######## block 1 ########
### Cell classes on the final placement, block 1

The bar under the picture is 50 µm long. Fill, decap, tap and diode cells in grey.
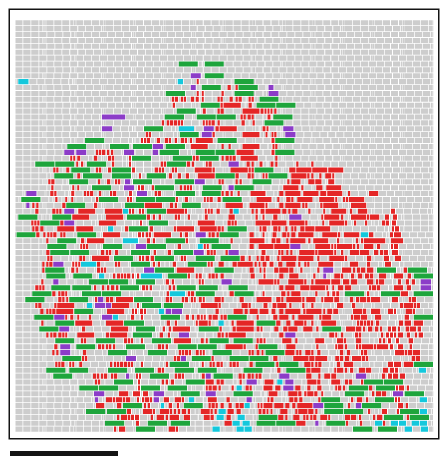

`config.mk`:
```
export PLATFORM = sky130hd
export DESIGN_NAME = nibble_mac_sequencer
export DESIGN_NICKNAME = d
export VERILOG_FILES = /design/src/rtl/nibble_mac_sequencer.sv
export SDC_FILE = /design/constraint.sdc
export NUM_CORES = 1
export LEC_CHECK = 0
export CAP_MARGIN = 40
export CORE_MARGIN = 2
export CORE_UTILIZATION = 35
export CTS_BUF_LIST = sky130_fd_sc_hd__clkbuf_4 sky130_fd_sc_hd__clkbuf_8
export DETAILED_ROUTE_END_ITERATION = 10
export HOLD_SLACK_MARGIN = 0.1
export SLEW_MARGIN = 20
export SYNTH_ARGS = -nofsm -noshare
export SYNTH_HDL_FRONTEND = slang
export SYNTH_SLANG_ARGS = --single-unit
```
`constraint.sdc`:
```
create_clock -name clk -period 8.6 [get_ports clk]
set_input_delay 1.29 -clock clk [delete_from_list [all_inputs] [get_ports clk]]
set_output_delay 1.29 -clock clk [all_outputs]
set_load 0.03 [all_outputs]
```
`src/rtl/nibble_mac_sequencer.sv`:
```
// nibble_mac_sequencer
// Sequences one inference pass for a nibble-loaded weight/data datapath.
// Four signed int8 weights and four vectors of four signed int8 data bytes are
// shifted in one nibble at a time, MSB-first. A START command then runs one
// shared 8x8 MAC for 16 steps. The block emits one ReLU-clipped, saturated
// result byte per vector.
//
// Ports
//   clk          clock
//   rst_n        asynchronous active-low reset
//   nib_i        load nibble, or command code when sel_i = 2'b11
//   sel_i        2'b00 none, 2'b01 weight nibble, 2'b10 data nibble, 2'b11 command
//   strobe_i     qualifies nib_i/sel_i for this cycle only
//   out_byte_o   result byte; holds its value between pulses
//   out_valid_o  one-cycle pulse while out_byte_o carries a new result
//   busy_o       high while a pass is computing
//   done_o       one-cycle pulse at the end of a pass
//   err_o        sticky error flag; cleared by CLEAR or by reset
module nibble_mac_sequencer #(
  parameter int WEIGHT_W = 32,
  parameter int DATA_W   = 128,
  parameter int ACC_W    = 18
) (
  input  logic       clk,
  input  logic       rst_n,
  input  logic [3:0] nib_i,
  input  logic [1:0] sel_i,
  input  logic       strobe_i,
  output logic [7:0] out_byte_o,
  output logic       out_valid_o,
  output logic       busy_o,
  output logic       done_o,
  output logic       err_o
);

  localparam int W_NIBS = WEIGHT_W / 4;
  localparam int D_NIBS = DATA_W / 4;
  localparam int WC_W   = $clog2(W_NIBS + 1);
  localparam int DC_W   = $clog2(D_NIBS + 1);

  localparam logic [3:0] CMD_START = 4'b0001;
  localparam logic [3:0] CMD_CLEAR = 4'b0010;

  typedef enum logic [1:0] {
    S_IDLE  = 2'd0,
    S_MAC   = 2'd1,
    S_LAST  = 2'd2,  // the last step is done; the final result is pending
    S_DRAIN = 2'd3   // busy has already dropped; state returns to IDLE next
  } state_t;

  state_t                   state_q;
  logic [WEIGHT_W-1:0]      w_q;
  logic [DATA_W-1:0]        d_q;
  logic [WC_W-1:0]          w_cnt_q;
  logic [DC_W-1:0]          d_cnt_q;
  logic signed [ACC_W-1:0]  acc_q;
  logic [3:0]               step_q;
  logic                     pend_q;  // an acc total is ready to emit next cycle
  logic [7:0]               out_byte_q;
  logic                     out_valid_q;
  logic                     busy_q;
  logic                     done_q;
  logic                     err_q;

  logic                     cmd_start_s;
  logic                     cmd_clear_s;
  logic                     load_w_s;
  logic                     load_d_s;
  logic                     full_s;
  logic [7:0]               w_byte_s;
  logic [7:0]               d_byte_s;
  logic signed [15:0]       prod_s;
  logic signed [ACC_W-1:0]  prod_ext_s;
  logic signed [ACC_W-1:0]  acc_d;
  logic [7:0]               relu_s;

  // Decode the strobe into load and command requests.
  always_comb begin
    load_w_s    = strobe_i && (sel_i == 2'b01);
    load_d_s    = strobe_i && (sel_i == 2'b10);
    cmd_start_s = strobe_i && (sel_i == 2'b11) && (nib_i == CMD_START);
    cmd_clear_s = strobe_i && (sel_i == 2'b11) && (nib_i == CMD_CLEAR);
    full_s      = (w_cnt_q == WC_W'(W_NIBS)) && (d_cnt_q == DC_W'(D_NIBS));
  end

  // MAC datapath. The step counter {v,e} equals the data byte index 4v+e.
  always_comb begin
    w_byte_s   = w_q[{step_q[1:0], 3'b000} +: 8];
    d_byte_s   = d_q[{step_q, 3'b000} +: 8];
    prod_s     = $signed(w_byte_s) * $signed(d_byte_s);
    prod_ext_s = {{(ACC_W-16){prod_s[15]}}, prod_s};
    if (step_q[1:0] == 2'b00) begin
      acc_d = prod_ext_s;
    end else begin
      acc_d = acc_q + prod_ext_s;
    end
  end

  // ReLU clip plus saturation of the completed accumulator to one byte.
  always_comb begin
    if (acc_q[ACC_W-1]) begin
      relu_s = 8'h00;
    end else if (|acc_q[ACC_W-2:8]) begin
      relu_s = 8'hFF;
    end else begin
      relu_s = acc_q[7:0];
    end
  end

  // Sequencer FSM with registered status and result outputs.
  always_ff @(posedge clk or negedge rst_n) begin
    if (!rst_n) begin
      state_q     <= S_IDLE;
      w_q         <= '0;
      d_q         <= '0;
      w_cnt_q     <= '0;
      d_cnt_q     <= '0;
      acc_q       <= '0;
      step_q      <= 4'd0;
      pend_q      <= 1'b0;
      out_byte_q  <= 8'h00;
      out_valid_q <= 1'b0;
      busy_q      <= 1'b0;
      done_q      <= 1'b0;
      err_q       <= 1'b0;
    end else if (cmd_clear_s) begin
      // CLEAR aborts any pass silently. The last out_byte value is kept.
      state_q     <= S_IDLE;
      w_q         <= '0;
      d_q         <= '0;
      w_cnt_q     <= '0;
      d_cnt_q     <= '0;
      acc_q       <= '0;
      step_q      <= 4'd0;
      pend_q      <= 1'b0;
      out_valid_q <= 1'b0;
      busy_q      <= 1'b0;
      done_q      <= 1'b0;
      err_q       <= 1'b0;
    end else begin
      out_valid_q <= pend_q;
      if (pend_q) begin
        out_byte_q <= relu_s;
      end
      pend_q <= 1'b0;
      done_q <= 1'b0;
      case (state_q)
        S_IDLE: begin
          if (load_w_s) begin
            w_q <= {w_q[WEIGHT_W-5:0], nib_i};
            if (w_cnt_q != WC_W'(W_NIBS)) begin
              w_cnt_q <= w_cnt_q + WC_W'(1);
            end
          end else if (load_d_s) begin
            d_q <= {d_q[DATA_W-5:0], nib_i};
            if (d_cnt_q != DC_W'(D_NIBS)) begin
              d_cnt_q <= d_cnt_q + DC_W'(1);
            end
          end else if (cmd_start_s) begin
            if (full_s) begin
              state_q <= S_MAC;
              busy_q  <= 1'b1;
              step_q  <= 4'd0;
            end else begin
              err_q <= 1'b1;
            end
          end
        end
        S_MAC: begin
          if (load_w_s || load_d_s || cmd_start_s) begin
            err_q <= 1'b1;
          end
          acc_q  <= acc_d;
          step_q <= step_q + 4'd1;
          if (step_q[1:0] == 2'b11) begin
            pend_q <= 1'b1;
          end
          if (step_q == 4'd15) begin
            state_q <= S_LAST;
          end
        end
        S_LAST: begin
          if (load_w_s || load_d_s || cmd_start_s) begin
            err_q <= 1'b1;
          end
          done_q  <= 1'b1;
          busy_q  <= 1'b0;
          state_q <= S_DRAIN;
        end
        S_DRAIN: begin
          state_q <= S_IDLE;
        end
        default: begin
          state_q <= S_IDLE;
          busy_q  <= 1'b0;
        end
      endcase
    end
  end

  assign out_byte_o  = out_byte_q;
  assign out_valid_o = out_valid_q;
  assign busy_o      = busy_q;
  assign done_o      = done_q;
  assign err_o       = err_q;

endmodule

```
######## block 2 ########
==> src/rtl/counter_seq_pkg.sv <==
// counter_seq_pkg: shared FSM encoding and width defaults for the counter sequencer
package counter_seq_pkg;
   localparam int WIDTH_DEF = 16;
   localparam int PRE_W_DEF = 26;
   typedef enum logic [1:0] {
      IDLE  = 2'd0,
      RUN   = 2'd1,
      PAUSE = 2'd2,
      DONE  = 2'd3
   } state_t;
endpackage

==> src/rtl/counter_sequencer_tick_gen.sv <==
// tick_gen: prescaler that emits one tick every prescale+1 qualified cycles
module tick_gen
   import counter_seq_pkg::*;
#(
   parameter int PRE_W = PRE_W_DEF
) (
   input  logic             clk,
   input  logic             reset,
   input  logic             advance,
   input  logic             zero,
   input  logic [PRE_W-1:0] prescale,
   output logic             tick
);
   logic [PRE_W-1:0] pre_cnt;
   assign tick = advance && (pre_cnt == prescale);
   // phase counter: restart on zero, hold unless advancing, reset on each tick
   always_ff @(posedge clk or posedge reset) begin
      if (reset) pre_cnt <= '0;
      else if (zero) pre_cnt <= '0;
      else if (advance) pre_cnt <= tick ? '0 : pre_cnt + 1'b1;
   end
endmodule

==> src/rtl/counter_sequencer.sv <==
// counter_sequencer: run/pause/done FSM owning the display count register
module counter_sequencer
   import counter_seq_pkg::*;
#(
   parameter int WIDTH = WIDTH_DEF,
   parameter int PRE_W = PRE_W_DEF
) (
   input  logic             clk,
   input  logic             reset,
   input  logic             start,
   input  logic             stop,
   input  logic             clear,
   input  logic             auto_reload,
   input  logic [PRE_W-1:0] prescale,
   input  logic [WIDTH-1:0] limit,
   output logic [WIDTH-1:0] count,
   output logic             running,
   output logic             done,
   output logic             tick,
   output logic             wrap,
   output logic [1:0]       state
);
   state_t cur, nxt;
   logic [WIDTH-1:0] count_nxt;
   logic wrap_nxt, start_cmd, advance, zero;
   // start only counts when no higher-priority command is present
   assign start_cmd = start && !clear && !stop;
   assign advance = (cur == RUN) && !clear && !stop;
   assign zero = clear || (start_cmd && (cur == IDLE || cur == DONE));
   assign running = (cur == RUN);
   assign done = (cur == DONE);
   assign state = cur;
   tick_gen #(.PRE_W(PRE_W)) u_tick (
      .clk(clk),
      .reset(reset),
      .advance(advance),
      .zero(zero),
      .prescale(prescale),
      .tick(tick)
   );
   // state, count and wrap pulse registers
   always_ff @(posedge clk or posedge reset) begin
      if (reset) begin
         cur <= IDLE;
         count <= '0;
         wrap <= 1'b0;
      end else begin
         cur <= nxt;
         count <= count_nxt;
         wrap <= wrap_nxt;
      end
   end
   // command decode (clear > stop > start) then terminal handling on tick
   always_comb begin
      nxt = cur;
      count_nxt = count;
      wrap_nxt = 1'b0;
      if (clear) begin
         nxt = IDLE;
         count_nxt = '0;
      end else if (stop) begin
         nxt = (cur == RUN) ? PAUSE : cur;
      end else if (start && cur != RUN) begin
         nxt = RUN;
         count_nxt = (cur == DONE) ? '0 : count;
      end else if (tick) begin
         if (count >= limit) begin
            nxt = auto_reload ? RUN : DONE;
            count_nxt = auto_reload ? '0 : count;
            wrap_nxt = auto_reload;
         end else begin
            count_nxt = count + 1'b1;
         end
      end
   end
endmodule

==> config.mk <==
export PLATFORM = sky130hd
export DESIGN_NAME = counter_sequencer
export DESIGN_NICKNAME = d
export VERILOG_FILES = /design/src/rtl/counter_seq_pkg.sv /design/src/rtl/counter_sequencer_tick_gen.sv /design/src/rtl/counter_sequencer.sv
export SDC_FILE = /design/constraint.sdc
export NUM_CORES = 1
export LEC_CHECK = 0
export CAP_MARGIN = 25
export CORE_ASPECT_RATIO = 1.2
export CORE_MARGIN = 1
export CORE_UTILIZATION = 45
export DETAILED_ROUTE_END_ITERATION = 8
export MAX_ROUTING_LAYER = met4
export PLACE_DENSITY = 0.72
export SLEW_MARGIN = 20
export SYNTH_ARGS = -nofsm -noshare
export SYNTH_HDL_FRONTEND = slang
export SYNTH_SLANG_ARGS = --single-unit
export TNS_END_PERCENT = 20
==> constraint.sdc <==
create_clock -name clk -period 3 [get_ports clk]
set_input_delay 0.6 -clock clk [delete_from_list [all_inputs] [get_ports clk]]
set_output_delay 0.6 -clock clk [all_outputs]
set_load 0.02 [all_outputs]
######## block 3 ########
--- config.mk ---
export PLATFORM = sky130hd
export DESIGN_NAME = fir_serializer_flat
export DESIGN_NICKNAME = d
export VERILOG_FILES = /design/src/rtl/fir_pkg.sv /design/src/rtl/fir_serializer_if.sv /design/src/rtl/fir_serializer_ctrl.sv /design/src/rtl/fir_serializer.sv /design/src/flat_wrapper.sv
export SDC_FILE = /design/constraint.sdc
export NUM_CORES = 1
export LEC_CHECK = 0
export CORE_UTILIZATION = 34
export DETAILED_ROUTE_END_ITERATION = 16
export SLEW_MARGIN = 20
export SYNTH_ARGS = -nofsm -noshare
export SYNTH_HDL_FRONTEND = slang
export SYNTH_SLANG_ARGS = --single-unit
--- constraint.sdc ---
create_clock -name clk -period 4.5 [get_ports clk]
set_input_delay 0.9 -clock clk [delete_from_list [all_inputs] [get_ports clk]]
set_output_delay 0.9 -clock clk [all_outputs]
set_load 0.01 [all_outputs]
--- src/rtl/fir_pkg.sv ---
// rtl/fir_pkg.sv - shared width default, frame length and FSM encoding for fir_serializer
package fir_pkg;

  localparam int WIDTH_DEF = 32;
  localparam int FRAME_LEN = 3;

  typedef enum logic [1:0] {
    IDLE  = 2'd0,
    S_LOW = 2'd1,
    S_HI  = 2'd2,
    S_SEL = 2'd3
  } state_t;

endpackage

--- src/rtl/fir_serializer_if.sv ---
// rtl/fir_serializer_if.sv - frame load and serial output handshake bundle
interface fir_serializer_if #(
  parameter int WIDTH = fir_pkg::WIDTH_DEF
) ();

  logic [WIDTH-1:0] Low_data_in;
  logic [WIDTH-1:0] Hi_data_in;
  logic [WIDTH-1:0] select_in;
  logic             load_valid;
  logic             load_ready;
  logic [WIDTH-1:0] data_out;
  logic             data_valid;
  logic             data_ready;

  modport slave (
    input  Low_data_in, Hi_data_in, select_in, load_valid, data_ready,
    output load_ready, data_out, data_valid
  );

  modport master (
    output Low_data_in, Hi_data_in, select_in, load_valid, data_ready,
    input  load_ready, data_out, data_valid
  );

endinterface

--- src/rtl/fir_serializer_ctrl.sv ---
// rtl/fir_serializer_ctrl.sv - word sequencing FSM, end-of-frame pulse and frame counter
module fir_serializer_ctrl
  import fir_pkg::*;
(
  input  logic       clk,
  input  logic       reset,
  input  logic       enable,
  input  logic       load_valid,
  input  logic       data_ready,
  output state_t     state,
  output logic       load_ready,
  output logic       load_fire,
  output logic       data_valid,
  output logic       flags,
  output logic [7:0] frame_cnt
);

  state_t state_q;
  state_t state_d;
  logic   out_fire;
  logic   sel_fire;

  assign state = state_q;

  always_ff @(posedge clk or negedge reset) begin
    if (!reset) begin
      state_q   <= IDLE;
      flags     <= 1'b0;
      frame_cnt <= 8'd0;
    end else begin
      state_q <= state_d;
      // sel_fire is already gated by enable, so the pulse never stretches
      flags   <= sel_fire;
      if (sel_fire) begin
        frame_cnt <= frame_cnt + 8'd1;
      end
    end
  end

  always_comb begin
    state_d    = state_q;
    data_valid = enable && (state_q != IDLE);
    load_ready = enable && ((state_q == IDLE) || ((state_q == S_SEL) && data_ready));
    load_fire  = load_valid && load_ready;
    out_fire   = data_valid && data_ready;
    sel_fire   = out_fire && (state_q == S_SEL);
    case (state_q)
      IDLE:  if (load_fire) state_d = S_LOW;
      S_LOW: if (out_fire)  state_d = S_HI;
      S_HI:  if (out_fire)  state_d = S_SEL;
      S_SEL: if (out_fire)  state_d = load_fire ? S_LOW : IDLE;
      default:              state_d = IDLE;
    endcase
  end

endmodule

--- src/rtl/fir_serializer.sv ---
// rtl/fir_serializer.sv - captures a 3-word frame and emits it one word per transfer
module fir_serializer
  import fir_pkg::*;
#(
  parameter int WIDTH = WIDTH_DEF
) (
  input  logic              clk,
  input  logic              reset,
  input  logic              enable,
  fir_serializer_if.slave   bus,
  output logic              flags,
  output logic [7:0]        frame_cnt
);

  state_t           state;
  logic             load_fire;
  logic [WIDTH-1:0] low_q;
  logic [WIDTH-1:0] hi_q;
  logic [WIDTH-1:0] sel_q;

  fir_serializer_ctrl u_ctrl (
    .clk        (clk),
    .reset      (reset),
    .enable     (enable),
    .load_valid (bus.load_valid),
    .data_ready (bus.data_ready),
    .state      (state),
    .load_ready (bus.load_ready),
    .load_fire  (load_fire),
    .data_valid (bus.data_valid),
    .flags      (flags),
    .frame_cnt  (frame_cnt)
  );

  // Holding registers only change on an accepted load, so a stalled frame is never overwritten
  always_ff @(posedge clk or negedge reset) begin
    if (!reset) begin
      low_q <= '0;
      hi_q  <= '0;
      sel_q <= '0;
    end else if (load_fire) begin
      low_q <= bus.Low_data_in;
      hi_q  <= bus.Hi_data_in;
      sel_q <= bus.select_in;
    end
  end

  always_comb begin
    bus.data_out = '0;
    case (state)
      S_LOW:   bus.data_out = low_q;
      S_HI:    bus.data_out = hi_q;
      S_SEL:   bus.data_out = sel_q;
      default: bus.data_out = '0;
    endcase
  end

endmodule

--- src/flat_wrapper.sv ---
// flat-port wrapper written by rule: the top's interface ports become plain ports
module fir_serializer_flat import fir_pkg::*;
#(
  parameter int WIDTH = WIDTH_DEF
)
  (clk, reset, enable, flags, frame_cnt, bus_Low_data_in, bus_Hi_data_in, bus_select_in, bus_load_valid, bus_data_ready, bus_load_ready, bus_data_out, bus_data_valid);
  fir_serializer_if #(.WIDTH(WIDTH)) bus_i ();
  input  logic clk;
  input  logic reset;
  input  logic enable;
  output logic flags;
  output logic [7:0] frame_cnt;
  input wire logic [$bits(bus_i.Low_data_in)-1:0] bus_Low_data_in;
  input wire logic [$bits(bus_i.Hi_data_in)-1:0] bus_Hi_data_in;
  input wire logic [$bits(bus_i.select_in)-1:0] bus_select_in;
  input wire logic [$bits(bus_i.load_valid)-1:0] bus_load_valid;
  input wire logic [$bits(bus_i.data_ready)-1:0] bus_data_ready;
  output wire logic [$bits(bus_i.load_ready)-1:0] bus_load_ready;
  output wire logic [$bits(bus_i.data_out)-1:0] bus_data_out;
  output wire logic [$bits(bus_i.data_valid)-1:0] bus_data_valid;
  assign bus_i.Low_data_in = bus_Low_data_in;
  assign bus_i.Hi_data_in = bus_Hi_data_in;
  assign bus_i.select_in = bus_select_in;
  assign bus_i.load_valid = bus_load_valid;
  assign bus_i.data_ready = bus_data_ready;
  assign bus_load_ready = bus_i.load_ready;
  assign bus_data_out = bus_i.data_out;
  assign bus_data_valid = bus_i.data_valid;
  fir_serializer #(.WIDTH(WIDTH)) u_core (.clk(clk), .reset(reset), .enable(enable), .bus(bus_i), .flags(flags), .frame_cnt(frame_cnt));
endmodule
######## block 4 ########
$ cat src/rtl/icache_refill_ctrl_pkg.sv
// Shared widths, FSM encoding and address-field helpers for the icache refill controller.
package icache_refill_ctrl_pkg;

  localparam int PHY_ADDR_WIDTH    = 34;
  localparam int ICACHE_TAG_WIDTH  = 20;
  localparam int ICACHE_IDX_WIDTH  = 8;
  localparam int ICACHE_DATA_WIDTH = 512;
  localparam int ICACHE_BEATS      = 8;
  localparam int LINE_OFFSET_WIDTH = 6;

  typedef enum logic [2:0] {
    ST_IDLE     = 3'd0,
    ST_LOOKUP   = 3'd1,
    ST_MISS_REQ = 3'd2,
    ST_REFILL   = 3'd3,
    ST_WRITE    = 3'd4,
    ST_RESP     = 3'd5
  } state_e;

  function automatic logic [ICACHE_TAG_WIDTH-1:0] line_tag(input logic [PHY_ADDR_WIDTH-1:0] paddr);
    return paddr[PHY_ADDR_WIDTH-1 -: ICACHE_TAG_WIDTH];
  endfunction

  function automatic logic [ICACHE_IDX_WIDTH-1:0] line_idx(input logic [PHY_ADDR_WIDTH-1:0] paddr);
    return paddr[LINE_OFFSET_WIDTH +: ICACHE_IDX_WIDTH];
  endfunction

  function automatic logic [PHY_ADDR_WIDTH-1:0] line_base(input logic [PHY_ADDR_WIDTH-1:0] paddr);
    return {paddr[PHY_ADDR_WIDTH-1:LINE_OFFSET_WIDTH], LINE_OFFSET_WIDTH'(0)};
  endfunction

endpackage

$ cat src/rtl/icache_refill_ctrl_buf.sv
// Beat counter and line assembly buffer for a cache-line refill.
module icache_refill_buf #(
  parameter int BEAT_WIDTH = 64,
  parameter int BEATS      = 8,
  parameter int LINE_WIDTH = BEAT_WIDTH * BEATS
) (
  input  logic                  clk,
  input  logic                  rst_n,
  input  logic                  clr,
  input  logic                  beat_vld,
  input  logic [BEAT_WIDTH-1:0] beat_dat,
  output logic [LINE_WIDTH-1:0] line,
  output logic                  last
);

  localparam int CNT_W = (BEATS > 1) ? $clog2(BEATS) : 1;

  logic [CNT_W-1:0] cnt;

  assign last = beat_vld && (cnt == CNT_W'(BEATS - 1));

  always_ff @(posedge clk) begin
    if (!rst_n) begin
      cnt <= '0;
    end else if (clr) begin
      cnt <= '0;
    end else if (beat_vld) begin
      cnt <= last ? '0 : cnt + CNT_W'(1);
    end
  end

  // NOTE: the line buffer is pure datapath and is always fully rewritten before use, so it carries no reset.
  always_ff @(posedge clk) begin
    if (beat_vld) begin
      line[int'(cnt) * BEAT_WIDTH +: BEAT_WIDTH] <= beat_dat;
    end
  end

endmodule

$ cat src/rtl/icache_refill_ctrl.sv
// Instruction-cache fetch controller: lookup, miss request, line refill, cache write and response.
module icache_refill_ctrl
  import icache_refill_ctrl_pkg::*;
#(
  parameter int BEAT_WIDTH = 64,
  parameter int BEATS      = ICACHE_DATA_WIDTH / BEAT_WIDTH
) (
  input  logic                         clk,
  input  logic                         rst_n,
  input  logic                         i_fetch_req,
  output logic                         o_fetch_rdy,
  input  logic [PHY_ADDR_WIDTH-1:0]    i_fetch_paddr,
  input  logic                         i_fetch_kill,
  output logic                         o_fetch_vld,
  input  logic                         i_fetch_rsp_rdy,
  output logic [ICACHE_DATA_WIDTH-1:0] o_fetch_dat,
  output logic                         o_icache_req,
  output logic [ICACHE_TAG_WIDTH-1:0]  o_icache_rtag,
  output logic [ICACHE_IDX_WIDTH-1:0]  o_icache_ridx,
  input  logic                         i_icache_hit,
  input  logic [ICACHE_DATA_WIDTH-1:0] i_icache_rdat,
  output logic                         o_icache_wren,
  output logic [ICACHE_IDX_WIDTH-1:0]  o_icache_widx,
  output logic [ICACHE_TAG_WIDTH-1:0]  o_icache_wtag,
  output logic [ICACHE_DATA_WIDTH-1:0] o_icache_wdat,
  input  logic                         i_inv_vld,
  input  logic [PHY_ADDR_WIDTH-1:0]    i_inv_paddr,
  output logic                         o_inv_rdy,
  output logic                         o_icache_inv_vld,
  output logic [PHY_ADDR_WIDTH-1:0]    o_icache_inv_paddr,
  output logic                         o_mem_req,
  output logic [PHY_ADDR_WIDTH-1:0]    o_mem_paddr,
  input  logic                         i_mem_gnt,
  input  logic                         i_mem_rvld,
  input  logic [BEAT_WIDTH-1:0]        i_mem_rdat
);

  state_e                       state;
  logic                         drop;
  logic                         fetch_vld;
  logic                         icache_req;
  logic                         mem_req;
  logic                         wren;
  logic                         inv_vld;
  logic [PHY_ADDR_WIDTH-1:0]    paddr_q;
  logic [PHY_ADDR_WIDTH-1:0]    inv_paddr_q;
  logic [ICACHE_DATA_WIDTH-1:0] dat_q;
  logic [ICACHE_DATA_WIDTH-1:0] line;
  logic                         beat_last;
  logic                         fetch_acc;
  logic                         inv_acc;

  assign o_inv_rdy   = (state == ST_IDLE);
  assign o_fetch_rdy = (state == ST_IDLE) && !i_inv_vld;
  assign fetch_acc   = o_fetch_rdy && i_fetch_req;
  assign inv_acc     = o_inv_rdy && i_inv_vld;

  icache_refill_buf #(
    .BEAT_WIDTH(BEAT_WIDTH),
    .BEATS     (BEATS)
  ) u_buf (
    .clk     (clk),
    .rst_n   (rst_n),
    .clr     ((state == ST_MISS_REQ) && i_mem_gnt),
    .beat_vld((state == ST_REFILL) && i_mem_rvld),
    .beat_dat(i_mem_rdat),
    .line    (line),
    .last    (beat_last)
  );

  // A kill that arrives once memory has granted cannot stop the beats, so it is recorded in drop
  // and only the response is suppressed; the line is still written into the cache.
  always_ff @(posedge clk) begin
    if (!rst_n) begin
      state      <= ST_IDLE;
      drop       <= 1'b0;
      fetch_vld  <= 1'b0;
      icache_req <= 1'b0;
      mem_req    <= 1'b0;
      wren       <= 1'b0;
      inv_vld    <= 1'b0;
    end else begin
      inv_vld <= inv_acc;
      wren    <= 1'b0;
      unique case (state)
        ST_IDLE: begin
          if (fetch_acc) begin
            state      <= ST_LOOKUP;
            icache_req <= 1'b1;
          end
        end
        ST_LOOKUP: begin
          icache_req <= 1'b0;
          if (i_fetch_kill) begin
            state <= ST_IDLE;
          end else if (i_icache_hit) begin
            state     <= ST_RESP;
            fetch_vld <= 1'b1;
          end else begin
            state   <= ST_MISS_REQ;
            mem_req <= 1'b1;
          end
        end
        ST_MISS_REQ: begin
          if (i_mem_gnt) begin
            state   <= ST_REFILL;
            mem_req <= 1'b0;
            drop    <= i_fetch_kill;
          end else if (i_fetch_kill) begin
            state   <= ST_IDLE;
            mem_req <= 1'b0;
          end
        end
        ST_REFILL: begin
          if (i_fetch_kill) drop <= 1'b1;
          if (beat_last) begin
            state <= ST_WRITE;
            wren  <= 1'b1;
          end
        end
        ST_WRITE: begin
          if (drop || i_fetch_kill) begin
            state <= ST_IDLE;
            drop  <= 1'b0;
          end else begin
            state     <= ST_RESP;
            fetch_vld <= 1'b1;
          end
        end
        ST_RESP: begin
          if (i_fetch_kill || i_fetch_rsp_rdy) begin
            state     <= ST_IDLE;
            fetch_vld <= 1'b0;
          end
        end
        default: state <= ST_IDLE;
      endcase
    end
  end

  always_ff @(posedge clk) begin
    if (fetch_acc) paddr_q <= i_fetch_paddr;
    if (inv_acc) inv_paddr_q <= i_inv_paddr;
    if (state == ST_LOOKUP && i_icache_hit) dat_q <= i_icache_rdat;
    else if (state == ST_WRITE) dat_q <= line;
  end

  // Address and data outputs are forced to zero whenever their qualifier is low.
  assign o_fetch_vld        = fetch_vld;
  assign o_fetch_dat        = fetch_vld ? dat_q : '0;
  assign o_icache_req       = icache_req;
  assign o_icache_rtag      = icache_req ? line_tag(paddr_q) : '0;
  assign o_icache_ridx      = icache_req ? line_idx(paddr_q) : '0;
  assign o_icache_wren      = wren;
  assign o_icache_widx      = wren ? line_idx(paddr_q) : '0;
  assign o_icache_wtag      = wren ? line_tag(paddr_q) : '0;
  assign o_icache_wdat      = wren ? line : '0;
  assign o_icache_inv_vld   = inv_vld;
  assign o_icache_inv_paddr = inv_vld ? inv_paddr_q : '0;
  assign o_mem_req          = mem_req;
  assign o_mem_paddr        = mem_req ? line_base(paddr_q) : '0;

endmodule

$ cat config.mk
export PLATFORM = sky130hd
export DESIGN_NAME = icache_refill_ctrl
export DESIGN_NICKNAME = d
export VERILOG_FILES = /design/src/rtl/icache_refill_ctrl_pkg.sv /design/src/rtl/icache_refill_ctrl_buf.sv /design/src/rtl/icache_refill_ctrl.sv
export SDC_FILE = /design/constraint.sdc
export NUM_CORES = 2
export LEC_CHECK = 0
export CAP_MARGIN = 20
export CORE_AREA = 8 8 698 700
export CTS_CLUSTER_SIZE = 16
export DETAILED_ROUTE_END_ITERATION = 8
export DIE_AREA = 0 0 706 708
export PLACE_DENSITY = 0.41
export SLEW_MARGIN = 5
export SYNTH_ARGS = -nofsm -noshare
export SYNTH_HDL_FRONTEND = slang
export SYNTH_HIERARCHICAL = 1
export SYNTH_SLANG_ARGS = --single-unit
$ cat constraint.sdc
create_clock -name clk -period 38.4 [get_ports clk]
set_input_delay 7.68 -clock clk [delete_from_list [all_inputs] [get_ports clk]]
set_output_delay 7.68 -clock clk [all_outputs]
set_load 0.1 [all_outputs]
### Cell placement, block 3

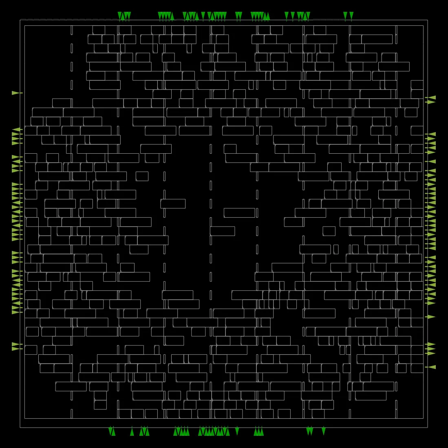
num tapcells: 180
sequential share of cell area: 40.2%

### Routed metal, one colour a layer, block 3

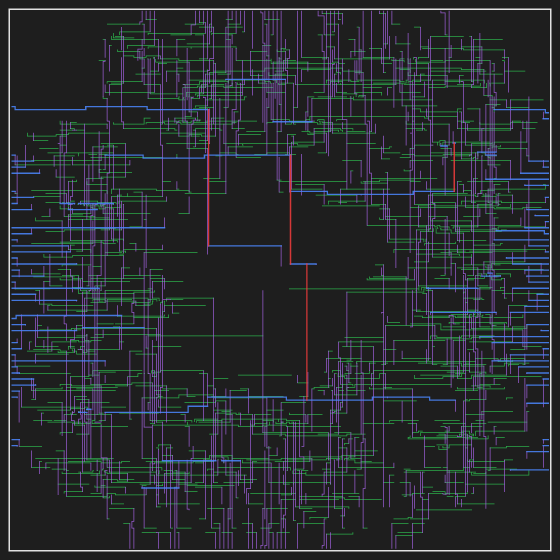
colour	layer	wire length
red	metal 4	96.6 µm
green	metal 1	5150 µm
blue	metal 3	838 µm
purple	metal 2	5380 µm
Routed WL: 11500 µm
vias: 3307

==> out/results.ini, block 3 <==
[die]
core_area_um2 = 13900

[setup_path]
rr_endpoint = u_core.sel_q[23]$_DFFE_PN0P_
cpPeakStageDelay_ps = 720
end_kind = output pin
endpoint = bus_data_out[25]

[final_layout]
combGateArea_um2 = 1990
num-clock-buffers = 13

[yosys]
yosysChipArea_um2 = 4840
synth_warnings = 0
top_cells_by_count = 107 x dfrtp_1, 58 x mux2_2, 40 x mux2_4
most_common_cell = dfrtp_1
edf_count = 0

[job]
drv_cap = 0

[run_status]
run_status = finished clean

[power_and_ir_drop]
swShare_pct = 32.0

[detailed_routing]
drc_errors = 0

[clocking]
path_clk_slew_ps = 60

[placed_design]
routabilityCongestion = 0.705

[block 3: cell usage in the layout (no fill, tap or decap)]
master / n
clkdlybuf4s50_1: 142
nand4_4: 1
clkbuf_1: 3
buf_12: 2
nor2_4: 1
ha_1: 3
and4b_1: 1
o21ai_0: 1
o2111ai_1: 1
nand4_1: 2
buf_4: 5
a21oi_4: 1
dfrtp_1: 107
a222oi_1: 32
nor2_1: 33
clkbuf_16: 9
nand2_1: 5
or3_1: 1
nor2b_2: 1
ha_2: 2
mux2_2: 58
xnor2_1: 4
clkbuf_8: 1
nor3b_1: 1
mux2_4: 40
inv_1: 3
and3_1: 1
xor2_1: 3
or4_1: 1
a21oi_1: 2
nor3_1: 1
nor2b_1: 1
nor2_2: 1
[block 3: worst register-to-register path, stage by stage (launching register included)]
cell and delay [ps]:
dfrtp_1 430, inv_1 130, ha_2 790, a21oi_4 100, nor2_4 150, buf_4 690, mux2_2 490
[block 3: state kept, by name, indices dropped and copies added, names as in the netlist]
signal,cells
u_core.hi_q,32
u_core.low_q,32
u_core.sel_q,32
u_core.u_ctrl.flags,1
u_core.u_ctrl.frame_cnt,8
u_core.u_ctrl.state,2
### Cell classes on the final placement, block 2

The bar under the picture is 20 µm long. Fill, decap, tap and diode cells in grey.
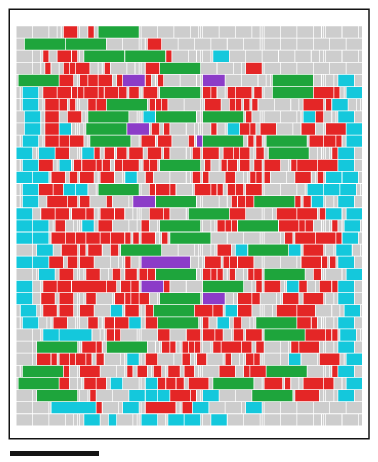
colour	class	cells
purple	clock drivers and dummy loads	8
green	flops	45
red	combinational and other logic	317
cyan	other buffers and delay cells	95
core area: 6980 µm²
final core utilization: 62.6%
sequential share of cell area: 25.8%

==> out/results.ini, block 2 <==
[timing]
rsz0062_at_grt = no
tightest_slew_ps = 607
maxSlewViolCount = 0
setup_viol = 0

[final_layout]
design_area_um2 = 4370
fillerInstances = 607
seq_area_um2 = 1130
num-nets-final = 532

[yosys]
ys_seq_share_pct = 33.9
edf_count = 0
ys_ff = 45
synth_warnings = 0

[job]
drv_cap = 0

[clocking]
insertion_delay_ps = 300
ctsLongestPathBuffers = 2
cts_sinks = 45
cts_buffers = 5

[die]
chip_area_um2 = 7720
fp.dieW_um = 80.4
ios = 70
rows = 33

[setup_path]
path_class = primary input to output pin
cp_cell_sequence = clkdlybuf4s50_1, xor2_1, nor4_2, nand3_1, nor4_4, buf_2
critPathLaunch = prescale[22]

[power_and_ir_drop]
leakage_nw = 1.95

[detailed_routing]
routed_via_density = 5.67
wl_met1_um = 3480

[run_status]
run_status = finished clean

[placed_design]
dpl.hpwl_um = 6440

block 2: power by group:
| group | internal, mW | total, mW | switching [mW] |
|---|---|---|---|
| sequential | 0.609 | 0.613 | 0.00386 |
| combinational | 0.116 | 0.217 | 0.102 |
| clock | 0.272 | 0.475 | 0.204 |
block 2: worst paths after layout:
check                           depth (start not counted)                             end  slack [ps]
worst max-delay path                                    6                            tick         160
min in group clk                                        1  u_tick.pre_cnt[25]$_DFFE_PP0P_         530
worst max register to register                          9           count[10]$_DFFE_PP0P_         380
worst min register to register                          1  u_tick.pre_cnt[25]$_DFFE_PP0P_         530
worst min-delay path                                    2   u_tick.pre_cnt[0]$_DFFE_PP0P_         500
max in group asynchronous                               4  u_tick.pre_cnt[24]$_DFFE_PP0P_        1930
block 2: worst register-to-register path, delay by kind of cell (launching register included):
kind	cells	cell delay [ps]
AND-OR/OR-AND	2	790
adder cells (fa/ha/maj)	1	250
buffers and inverters	2	280
flip-flops	1	420
AND/OR/NAND/NOR	4	780
block 2: cell type report:
class | count | area share, %
multi-input cells | 294 | 46.2
clock inverters | 1 | 0.688
clock buffers | 7 | 1.98
repair buffers | 95 | 20.9
inverters | 23 | 1.98
well taps | 87 | 2.49
flip-flops and latches | 45 | 25.8
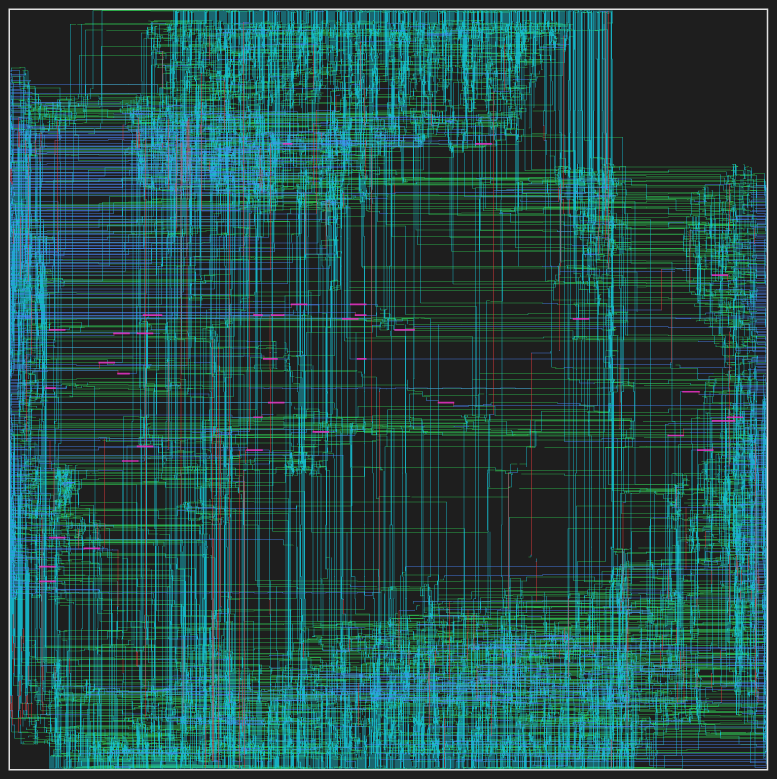
*Routed metal, one colour a layer, block 4*
colour	layer	wire length
blue	metal 3	56.0 mm
magenta	metal 5	466 µm
cyan	metal 2	235 mm
red	metal 4	11100 µm
green	metal 1	191 mm
GR Util All Layers: 18.7%
vias: 42500

### Signal wires on met1, block 4

Supply wires on this layer in grey.
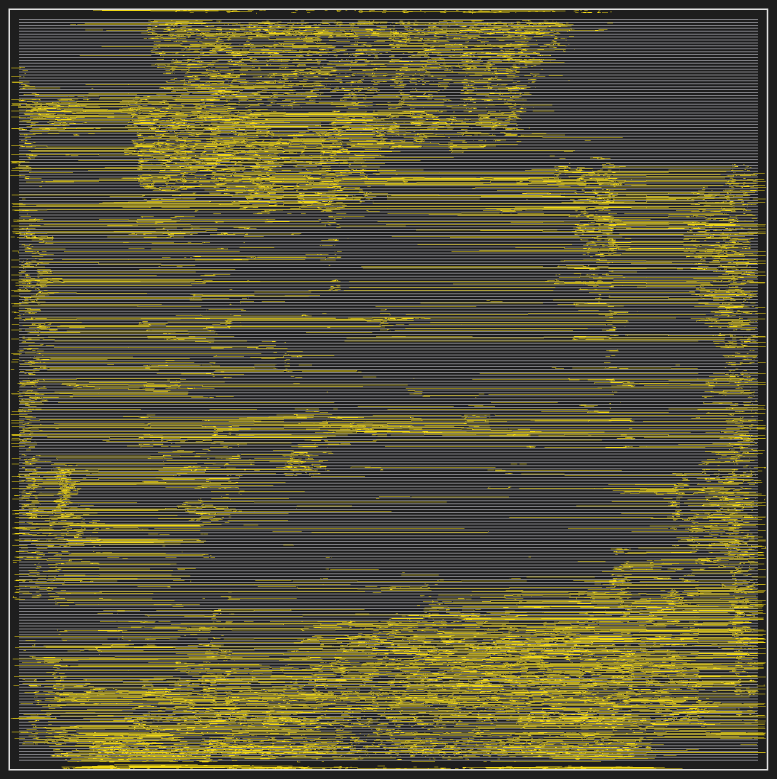
share of all routed wire	39%
wire length on this layer	191 mm
longest straight run	364 µm
nets with wire on the layer	5817
Routed WL: 493000 µm
M1 GR Usage: 22.3%

==> out/results.ini, block 4 <==
[run_status]
run_status = finished clean

[yosys]
synth_area_per_cell_um2 = 14.3
syn_area_um2 = 53900
edf_count = 1086
yosysTopAreaCell = edfxtp_1

[power_and_ir_drop]
peakVddDrop_v = 0.0000309
power_frac_seq_pct = 40.3
p_int_mw = 2.39

[placed_design]
routabilityCongestion = 0.878

[timing]
tightest_slew_ps = 1180

[final_layout]
seq_area_um2 = 32900
area_delta_synth_final_pct = 52.6
signal_buffers = 1926
comb_area_share_pct = 22.6

[clocking]
cts-root-buf = clkbuf_16

[setup_path]
cp_max_fo = 5

block 4: cell families (layout without fill, tap and decap cells):
family,count (synthesis),count (layout)
other,1,65
AND-OR/OR-AND,27,27
adder cells (fa/ha/maj),5,5
buffers and inverters,406,2280
multiplexers,512,512
flip-flops,1098,1098
AND/OR/NAND/NOR,1729,1729
block 4: sequential cells by signal, summed over array words and instances, names as in the netlist:
name and flops:
dat_q 512, drop 1, inv_paddr_q 34, o_fetch_vld 1, o_icache_inv_vld 1, o_icache_req 1, o_icache_wren 1, o_mem_req 1
paddr_q 28, state 3, u_buf/cnt 3, u_buf/line 512
block 4: per-layer routing:
layer | track usage, % | share of wire (%)
met1 | 22.3 | 39
met2 | 31.7 | 48
met3 | 7.96 | 11
met4 | 3.34 | 2.2
met5 | 0 | 0.094
block 4: worst max-delay path, stage by stage:
cell	delay [ps]
clkdlybuf4s50_1	480
nor4_1	220
buf_4	370
block 4: power by group through the flow:
stage | combinational [mW] | sequential (mW) | clock, mW
floorplan | 0.333 | 1.46 | 0
finish | 0.561 | 1.39 | 1.50
global route | 0.577 | 1.39 | 1.58
CTS | 0.572 | 1.39 | 1.55
global placement | 0.569 | 1.41 | 0
detailed placement | 0.571 | 1.41 | 0
### Routed metal, one colour a layer, block 1

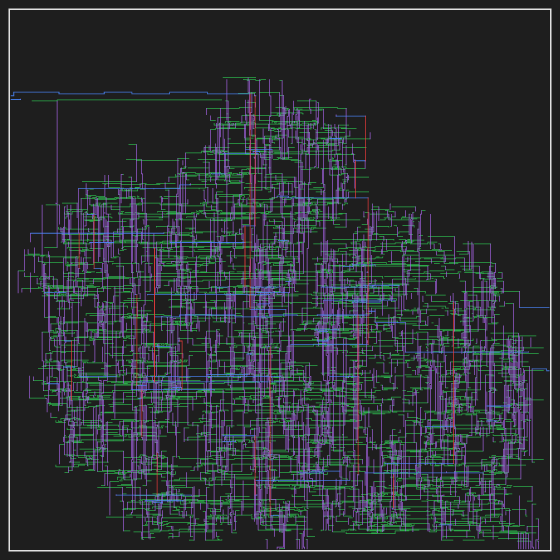
colour	layer	wire length
blue	metal 3	1110 µm
green	metal 1	13800 µm
purple	metal 2	13900 µm
red	metal 4	635 µm
vias: 9798
Routed WL: 29400 µm
WL per Instance: 15.3 µm
GR Util All Layers: 15.6%

About 'Cell classes on the final placement' of block 1:
colour	class	cells
cyan	other buffers and delay cells	40
purple	clock drivers and dummy loads	70
red	combinational and other logic	1135
green	flops	207
# rows: 70
final core utilization: 39.9%
core area: 36800 µm²
cell area after layout: 14700 µm²

==> out/results.ini, block 1 <==
[yosys]
ys_async_sr_fraction_pct = 100
mux_share_pct = 8.68
yosysTopAreaCell = dfrtp_1
synth.top_cell.area_share_pct = 39.5
yosysChipArea_um2 = 13100

[clocking]
htreeDepth = 2
cts-root-buf = clkbuf_8
post_cts_buffers = 0

[run_status]
run_status = finished clean

[final_layout]
area_dominant_class = multi-input combinational cells
lay_top_count = nand2_1
signal_buffers = 40
final-clk-cell-share_pct = 5.78
fillerInstances = 3640
bufAreaShareNonClock_pct = 2.87
num-clock-buffers = 61
area_delta_synth_final_pct = 11.8

[job]
drv_cap = 0

[placed_design]
pre_cts_ws_ps = 893
portBuffers = 20

[die]
ios = 21

[detailed_routing]
antenna_left = 0
drc_errors = 0
first_pass_iters = 5

[power_and_ir_drop]
leakage_nw = 7.19
p_switching_mw = 2.73

[timing]
tns_ps = 0
min_period_ps = 7630

[setup_path]
critPathLaunch = step_q[0]$_DFFE_PN0P_

block 1: through the flow:
step                      instance area (µm²)  instances  utilization, %  total power, mW  hold slack, ps
after floorplan                         13100       1422               -             4.26             434
after global placement                  13700       1845            37.3             5.00             445
after detailed placement                13800       1850            37.6             5.08             452
after CTS                               14700       1920            39.9             6.15             465
after global routing                    14700       1920            39.9             6.65             491
final                                   14700       1920            39.9             6.06             464
block 1: synth_stat cells, types with 6 or more instances:
cell type and instances:
nor2_1 58, dfrtp_1 207, mux2i_1 7, inv_1 104, nand3_1 140, fa_1 56, nand2_1 380, xnor2_1 21
clkbuf_1 67, nor2b_1 7, nand2b_1 7, and3_1 6, a21oi_1 28, a211oi_1 8, ha_1 56, o21ai_0 63
o31ai_1 10, nor3_1 8, o211ai_1 6, mux4_2 47, a31oi_1 7, and2_1 43, xor2_1 10
block 1: per-layer routing:
metal | GRT usage, % | wire length [µm] | vias to the layer above
met4 | 4.73 | 634 | 0
met3 | 2.56 | 1110 | 45
li1 | - | - | 4756
met1 | 21.2 | 13800 | 4841
met5 | 0 | 0 | -
met2 | 25.5 | 13900 | 156


==> notes/layouts.md <==
Pictures saved along the way, in no particular order.

Cell placement.
image #1
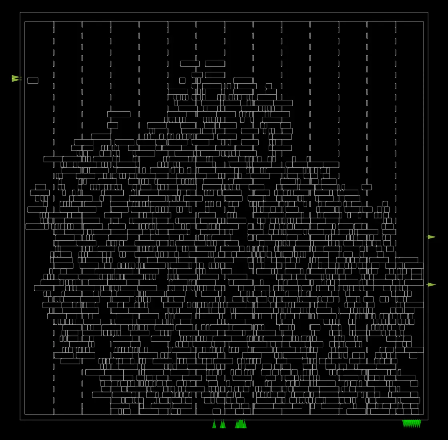
image #2
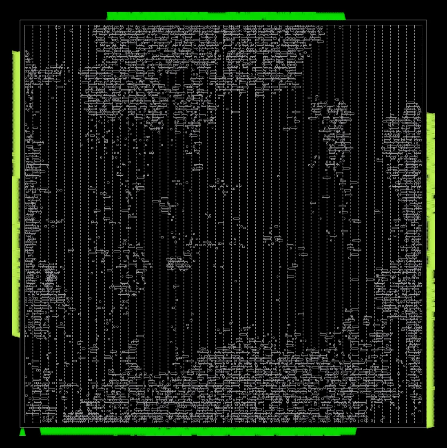
image #3
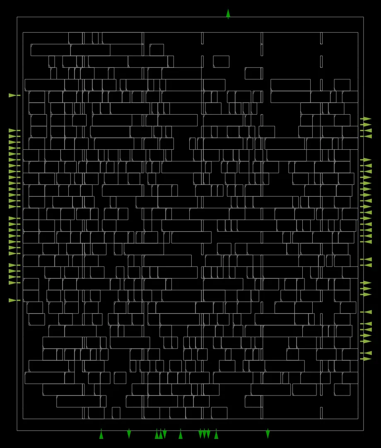
- image #3 = block 2
- image #1 = block 1
- image #2 = block 4
The one with the highest utilization is image #3.
The one with the most cells is image #2.

Power figures rest on the tool's default switching activity, not on a simulated workload.
